=== video_mem_ctrl ===
**config.mk**
```make
export PLATFORM = sky130hd
export DESIGN_NAME = video_mem_ctrl
export DESIGN_NICKNAME = d
export VERILOG_FILES = /design/src/rtl/video_mem_ctrl.sv
export SDC_FILE = /design/constraint.sdc
export NUM_CORES = 1
export LEC_CHECK = 0
export ABC_AREA = 1
export ABC_CLOCK_PERIOD_IN_PS = 1800
export CELL_PAD_IN_SITES_DETAIL_PLACEMENT = 1
export CELL_PAD_IN_SITES_GLOBAL_PLACEMENT = 1
export CORE_MARGIN = 5
export CORE_UTILIZATION = 37
export CTS_CLUSTER_SIZE = 10
export DETAILED_ROUTE_END_ITERATION = 8
export GPL_ROUTABILITY_DRIVEN = 0
export PLACE_DENSITY_LB_ADDON = 0.3
export SKIP_CTS_REPAIR_TIMING = 1
export SYNTH_ARGS = -nofsm -noshare
export SYNTH_HDL_FRONTEND = slang
export SYNTH_SLANG_ARGS = --single-unit
```
**constraint.sdc**
```tcl
create_clock -name clk -period 1.8 [get_ports clk]
set_clock_uncertainty 0.05 [all_clocks]
set_input_delay 0.36 -clock clk [delete_from_list [all_inputs] [get_ports clk]]
set_output_delay 0.36 -clock clk [all_outputs]
set_load 0.01 [all_outputs]
```
**src/rtl/video_mem_ctrl.sv**
```systemverilog
// ---------------------------------------------------------------------------
// video_mem_ctrl
//
// Sequences the single shared port of a banked video RAM between the raster
// display (reads) and the frame loader (write stream). The loader fills a
// back bank while the front bank is displayed. At a frame boundary a
// completed back bank becomes the displayed bank, and the next bank in
// rotation becomes the new back bank.
//
// Ports:
//   clk          system clock, rising edge
//   rst          asynchronous, active-high reset
//   frame_start  one-cycle pulse at the start of each displayed frame
//   disp_req     display needs a pixel read this cycle (strict priority)
//   disp_x/y     display read position, passed through unmodified
//   wr_valid     loader has a pixel
//   wr_data      loader pixel value
//   wr_ready     loader pixel accepted when wr_valid && wr_ready
//   mem_bank     RAM bank select (registered)
//   mem_x/y      RAM position (registered)
//   mem_data     RAM write data (registered)
//   mem_we       RAM write enable (registered)
//   disp_bank    bank currently being displayed
//   frame_ready  back bank complete and waiting for a swap
//   underrun     one-cycle pulse: frame_start came before the back bank was done
// ---------------------------------------------------------------------------
module video_mem_ctrl #(
  parameter int WIDTH     = 10,
  parameter int HEIGHT    = 20,
  parameter int NUM_BANKS = 16,
  parameter int X_ADDRW   = $clog2(WIDTH),
  parameter int Y_ADDRW   = $clog2(HEIGHT)
) (
  input  logic               clk,
  input  logic               rst,
  input  logic               frame_start,
  input  logic               disp_req,
  input  logic [X_ADDRW-1:0] disp_x,
  input  logic [Y_ADDRW-1:0] disp_y,
  input  logic               wr_valid,
  input  logic               wr_data,
  output logic               wr_ready,
  output logic [3:0]         mem_bank,
  output logic [X_ADDRW-1:0] mem_x,
  output logic [Y_ADDRW-1:0] mem_y,
  output logic               mem_data,
  output logic               mem_we,
  output logic [3:0]         disp_bank,
  output logic               frame_ready,
  output logic               underrun
);

  typedef enum logic {
    FILL = 1'b0,  // loader writing the back bank
    FULL = 1'b1   // back bank complete, writes blocked until the swap
  } state_t;

  localparam logic [X_ADDRW-1:0] X_LAST    = X_ADDRW'(WIDTH - 1);
  localparam logic [Y_ADDRW-1:0] Y_LAST    = Y_ADDRW'(HEIGHT - 1);
  localparam logic [3:0]         BANK_MASK = 4'(NUM_BANKS - 1);

  state_t               state;
  state_t               state_next;
  logic [3:0]           wr_bank;
  logic [X_ADDRW-1:0]   wx;
  logic [Y_ADDRW-1:0]   wy;
  logic                 accept;
  logic                 last_pixel;
  logic                 swap;

  // -------------------------------------------------------------------------
  // State register
  // -------------------------------------------------------------------------
  // NOTE: asynchronous reset is in the sensitivity list so the outputs clear
  // the moment rst rises, without waiting for a clock edge.
  always_ff @(posedge clk or posedge rst) begin
    if (rst) begin
      state <= FILL;
    end else begin
      // NOTE: registers use non-blocking assignments so every flop samples
      // pre-edge values regardless of statement order.
      state <= state_next;
    end
  end

  // -------------------------------------------------------------------------
  // Next-state logic
  // -------------------------------------------------------------------------
  // NOTE: the default assignment first keeps this block purely combinational;
  // a path that left state_next unassigned would infer a latch.
  always_comb begin
    state_next = state;
    unique case (state)
      FILL:    if (accept && last_pixel) state_next = FULL;
      FULL:    if (frame_start)          state_next = FILL;
      default: state_next = FILL;
    endcase
  end

  // -------------------------------------------------------------------------
  // Combinational outputs and grant decode
  // -------------------------------------------------------------------------
  always_comb begin
    // Display always wins; the loader is held off while reset is asserted.
    wr_ready   = (state == FILL) && !disp_req && !rst;
    accept     = wr_valid && wr_ready;
    last_pixel = (wx == X_LAST) && (wy == Y_LAST);
    // A swap only happens on a completed frame; frame_start during FILL is
    // an underrun and leaves the banks alone.
    swap       = frame_start && (state == FULL);
  end

  // -------------------------------------------------------------------------
  // Datapath: banks, write raster, registered memory port, status
  // -------------------------------------------------------------------------
  always_ff @(posedge clk or posedge rst) begin
    if (rst) begin
      disp_bank   <= 4'd0;
      wr_bank     <= 4'd1;
      wx          <= '0;
      wy          <= '0;
      mem_bank    <= 4'd0;
      mem_x       <= '0;
      mem_y       <= '0;
      mem_data    <= 1'b0;
      mem_we      <= 1'b0;
      frame_ready <= 1'b0;
      underrun    <= 1'b0;
    end else begin
      underrun    <= frame_start && (state == FILL);
      // Registered from the next state so it tracks FULL with no extra lag.
      frame_ready <= (state_next == FULL);

      if (swap) begin
        disp_bank <= wr_bank;
        wr_bank   <= (wr_bank + 4'd1) & BANK_MASK;
      end

      // Row-major raster; the counters return to the origin after the last
      // pixel so the next frame needs no further clearing.
      if (accept) begin
        if (last_pixel) begin
          wx <= '0;
          wy <= '0;
        end else if (wx == X_LAST) begin
          wx <= '0;
          wy <= wy + Y_ADDRW'(1);
        end else begin
          wx <= wx + X_ADDRW'(1);
        end
      end

      if (disp_req) begin
        mem_bank <= disp_bank;
        mem_x    <= disp_x;
        mem_y    <= disp_y;
        mem_data <= 1'b0;
        mem_we   <= 1'b0;
      end else if (accept) begin
        mem_bank <= wr_bank;
        mem_x    <= wx;
        mem_y    <= wy;
        mem_data <= wr_data;
        mem_we   <= 1'b1;
      end else begin
        // Idle: address lines hold, strobes drop.
        mem_data <= 1'b0;
        mem_we   <= 1'b0;
      end
    end
  end

endmodule

```
==> notes.md <==
Results of the run.

The run finished with clean final reports. The DRC violation count after routing is 0. The number of maximum-capacitance violations is 0. The worst hold-check path type is in -> async.

Looking at the max-slew report, the worst-margin pin has a slew of 0.364 ns. The switching power is 0.598 mW. The critical register-to-register path startpoint is wx[1]. The height of the die is 76.8 um.

Data on the critical path is required at its endpoint by ~1.4 ns. The clock network power is 0.660 mW. The starting utilization of the core area is 37.9%. In this run the static leakage power is 1.16 nW.

The clock network area share is 4.91%. Clock-pin slew was measured on the worst setup and hold paths at 0.07 ns. The total congestion overflow after global routing is 0. The number of non-clock buffers is 46. Among the non-sequential cells, simple AND/OR/NAND/NOR gates take the most area. The later pin in the worst-skew pair is clocked with a latency of approximately 0.28 ns. The clock network is responsible for 32.2% of the overall power.

Of the total power, registers draw 46.6%. The maximum count of clock buffers along a single path is 2. The most common flop cell mapped by yosys is sky130_fd_sc_hd__dfrtp_1.

The post-route cell area is 0.00224 sq mm. In the layout the commonest cells are sky130_fd_sc_hd__nand2_1 (73), sky130_fd_sc_hd__clkdlybuf4s50_1 (33), sky130_fd_sc_hd__dfrtp_1 (32), sky130_fd_sc_hd__inv_1 (19). The number of warnings printed during yosys synthesis is 0. Checking max transition, the worst relative margin is about three quarters. The total tool warning count is 27. The highest clock rate is 608 MHz. The worst setup path is launched from a flop. The register-to-register setup slack is 0.24 ns. The number of top-level design ports is 37. The number of global-route vias before repair came to 1526. The die covers 0.00590 sq mm. The fraction of final cell area spent on non-clock buffers in this run is between 20% and 30%. The final hold violation count recorded for this run is 0.

Summing every instance area after synthesis gives 0.00165 sq mm. OpenSTA lists the critical path startpoint as frame_ready. The mux share of post-synthesis cell area is 0%.
Figure 1. Met2 routing (video_mem_ctrl).
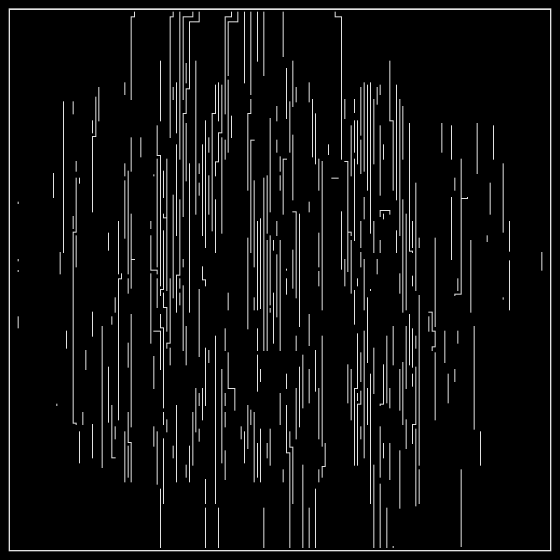
The layer carries 2310 um of wire. The layer holds 53% of the routed length. The wires run mostly vertical.
routed wire length: 4350 um
M2 GR Usage: 27.0%
routed vias: 1407

Figure 2. Sequential cells grouped by signal name (video_mem_ctrl).
Scale bar: 20 um. Other sequential cells in the stronger gray, the rest of the logic in the fainter gray.
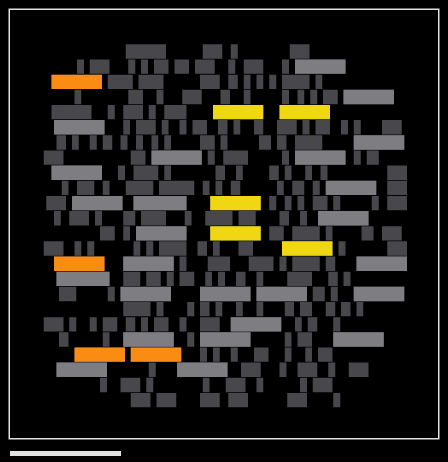
Key: `mem_bank` = orange [placed flops 4]; `wy` = yellow [placed flops 5, where center]
Seq. cell area: 853 sq um
final core utilization: 51.5%
sequential portion of the cell area: 38.1%
seq pwr: 0.956 mW

Figure 3. Routing congestion map (video_mem_ctrl).
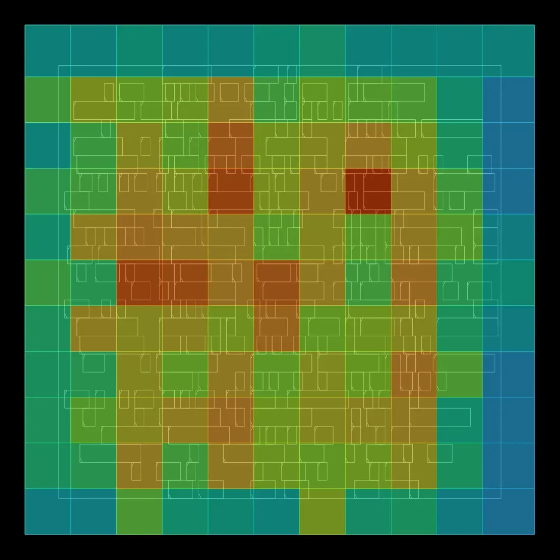
busiest grt layer: met2
GR Layer Usage met3: 3.63%
total global-route track usage: 15.7%
wire length per cell after detailed routing: 14.9 um
met1 usage: 19.1%


=== mul_sched ===
**config.mk**
```make
export PLATFORM = sky130hd
export DESIGN_NAME = mul_sched
export DESIGN_NICKNAME = d
export VERILOG_FILES = /design/src/rtl/mul_sched.sv
export SDC_FILE = /design/constraint.sdc
export NUM_CORES = 1
export LEC_CHECK = 0
export ABC_CLOCK_PERIOD_IN_PS = 3400
export CAP_MARGIN = 20
export CORE_MARGIN = 8
export CORE_UTILIZATION = 36
export DETAILED_ROUTE_END_ITERATION = 16
export PLACE_DENSITY_LB_ADDON = 0.3
export RECOVER_POWER = 100
export SYNTH_ARGS = -nofsm -noshare
export SYNTH_HDL_FRONTEND = slang
export SYNTH_SLANG_ARGS = --single-unit
```
**constraint.sdc**
```tcl
create_clock -name clk -period 3.4 [get_ports clk]
set_input_delay 0.51 -clock clk [delete_from_list [all_inputs] [get_ports clk]]
set_output_delay 0.51 -clock clk [all_outputs]
set_load 0.02 [all_outputs]
```
**src/rtl/mul_sched.sv**
```systemverilog
// Round-robin scheduler for two requesters sharing one 25x25 multiplier.
// Sequences the multiplier's en/in_sel pins for square and chained jobs and returns tagged results.
module mul_sched #(
  parameter int CNT_W = 16
) (
  input  logic             clk,
  input  logic             reset,
  input  logic             req0_valid,
  output logic             req0_ready,
  input  logic             req0_op,
  input  logic [24:0]      req0_x,
  input  logic [24:0]      req0_c,
  input  logic             req1_valid,
  output logic             req1_ready,
  input  logic             req1_op,
  input  logic [24:0]      req1_x,
  input  logic [24:0]      req1_c,
  output logic             resp_valid,
  input  logic             resp_ready,
  output logic             resp_id,
  output logic [48:0]      resp_data,
  output logic             busy,
  output logic [CNT_W-1:0] op_count,
  output logic             mul_en,
  output logic             mul_in_sel,
  output logic [24:0]      mul_in1,
  output logic [24:0]      mul_in2,
  input  logic [48:0]      mul_out
);

  typedef enum logic [2:0] {
    IDLE    = 3'd0,
    SQ_CAP  = 3'd1,
    SQ_WAIT = 3'd2,
    CH_CAP  = 3'd3,
    CH_WAIT = 3'd4,
    RESP    = 3'd5
  } state_t;

  state_t            state_reg, state_next;
  logic [24:0]       x_reg, c_reg;
  logic              op_reg, id_reg, last_grant_reg;
  logic [CNT_W-1:0]  count_reg;

  logic [1:0]        req_valid, req_op, req_ready;
  logic [24:0]       req_x [2];
  logic [24:0]       req_c [2];
  logic              grant, accept;

  assign req_valid = {req1_valid, req0_valid};
  assign req_op    = {req1_op, req0_op};
  assign req_x[0]  = req0_x;
  assign req_x[1]  = req1_x;
  assign req_c[0]  = req0_c;
  assign req_c[1]  = req1_c;

  // On contention favour the requester that was not served last.
  always_comb begin
    grant = 1'b0;
    if (req_valid == 2'b11)
      grant = ~last_grant_reg;
    else if (req_valid[1])
      grant = 1'b1;
  end

  assign accept = (state_reg == IDLE) && (req_valid != 2'b00);

  for (genvar gi = 0; gi < 2; gi++) begin : g_ready
    assign req_ready[gi] = accept && (grant == 1'(gi));
  end

  assign req0_ready = req_ready[0];
  assign req1_ready = req_ready[1];

  always_comb begin
    state_next = state_reg;
    mul_en     = 1'b0;
    mul_in_sel = 1'b0;
    resp_valid = 1'b0;
    unique case (state_reg)
      IDLE:    if (accept) state_next = SQ_CAP;
      SQ_CAP: begin
        mul_en     = 1'b1;
        state_next = SQ_WAIT;
      end
      SQ_WAIT: state_next = op_reg ? CH_CAP : RESP;
      CH_CAP: begin
        mul_en     = 1'b1;
        mul_in_sel = 1'b1;
        state_next = CH_WAIT;
      end
      CH_WAIT: begin
        mul_in_sel = 1'b1;
        state_next = RESP;
      end
      RESP: begin
        resp_valid = 1'b1;
        if (resp_ready) state_next = IDLE;
      end
      default: state_next = IDLE;
    endcase
  end

  // The multiplier holds mulout while en stays low, so RESP can pass it straight through.
  assign resp_data = resp_valid ? mul_out : '0;
  assign resp_id   = id_reg;
  assign busy      = (state_reg != IDLE);
  assign op_count  = count_reg;
  assign mul_in1   = x_reg;
  assign mul_in2   = c_reg;

  always_ff @(negedge clk or negedge reset) begin
    if (!reset) begin
      state_reg      <= IDLE;
      x_reg          <= '0;
      c_reg          <= '0;
      op_reg         <= 1'b0;
      id_reg         <= 1'b0;
      last_grant_reg <= 1'b1;
      count_reg      <= '0;
    end else begin
      state_reg <= state_next;
      if (accept) begin
        x_reg          <= req_x[grant];
        c_reg          <= req_c[grant];
        op_reg         <= req_op[grant];
        id_reg         <= grant;
        last_grant_reg <= grant;
      end
      if (state_reg == RESP && resp_ready)
        count_reg <= count_reg + CNT_W'(1);
    end
  end

endmodule

```
Figure 4. Met1 routing (mul_sched).
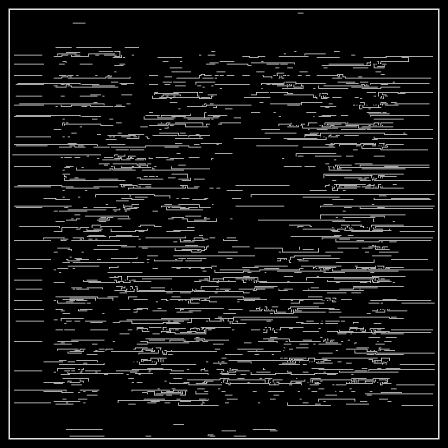
The layer carries 5400 um of wire. The layer holds 34% of the routed length. 694 nets have wire on it. The longest straight run is 48.8 um. The wires run mostly horizontal.
routed wire length: 15700 um
met1 usage: 21.8%

Figure 5. Met2 routing (mul_sched).
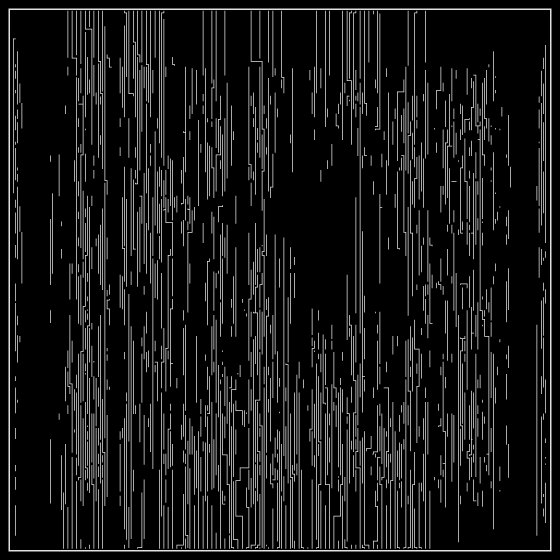
The longest straight run is 53.7 um. The layer holds 52% of the routed length. The layer carries 8130 um of wire. The wires run mostly vertical.
M2 GR Usage: 41.4%
routed vias: 3840

==> notes.md <==
Results of the run.

The amount of wire on met2 after detailed routing is 8130 um. The checks that failed: negative setup slack. The flow ran to the end, but the final reports show violations. The largest non-sequential cell family by area is AND-OR/OR-AND gates. The fill cell total of the finished layout is between 600 and 700. Cells with a size suffix above 1 make up 28.9% of the layout.

Looking at the reg2reg group, the worst path starts from state_reg[2]. The largest incremental delay on the critical path is ~0.44 ns. The clock tree has to reach roughly 70 sinks. Power comes to around 5.1 mW.

The number of warnings printed during yosys synthesis is 0. sky130_fd_sc_hd__dfrtn_1 takes more of the synthesized area than any other cell. The most frequent standard cell in the layout excluding fill and tap cells is sky130_fd_sc_hd__clkdlybuf4s50_1. During I/O placement, the number of pins put on the boundary was about 280.

After synthesis, the chip area reported by Yosys is 0.00345 sq mm. Per the OpenROAD power report, leakage power amounts to between 3 and 4 nW. For the final routed database, the setup TNS stands at -14.02 ns. Summed over all nets, wire length on met3 after detailed routing comes to between 1500 and 2000 um. The count of final setup violators is roughly 55. Before placement the cells fill between 30% and 40% of the core.

Signal nets in the final route climb as high as met4. The wire length of the first global-routing pass is 22900 um. The final setup slack of the worst path is -0.289 ns.
Figure 6. Signal wires on met3 (mul_sched).
Scale bar: 20 um. Cells faint in the background.
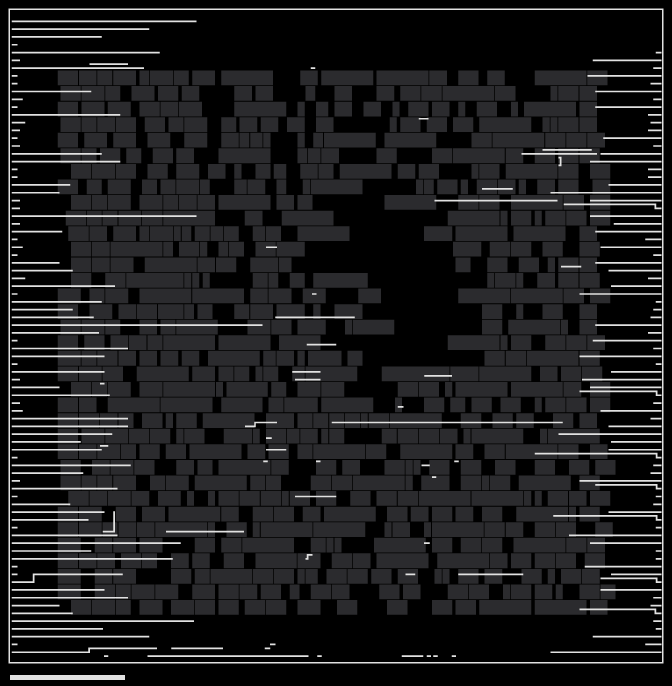
The wires run mostly horizontal. 187 nets have wire on it. The layer carries 1750 um of wire.
GR Layer Usage met3: 9.40%


Power and IR drop assume default switching activity.
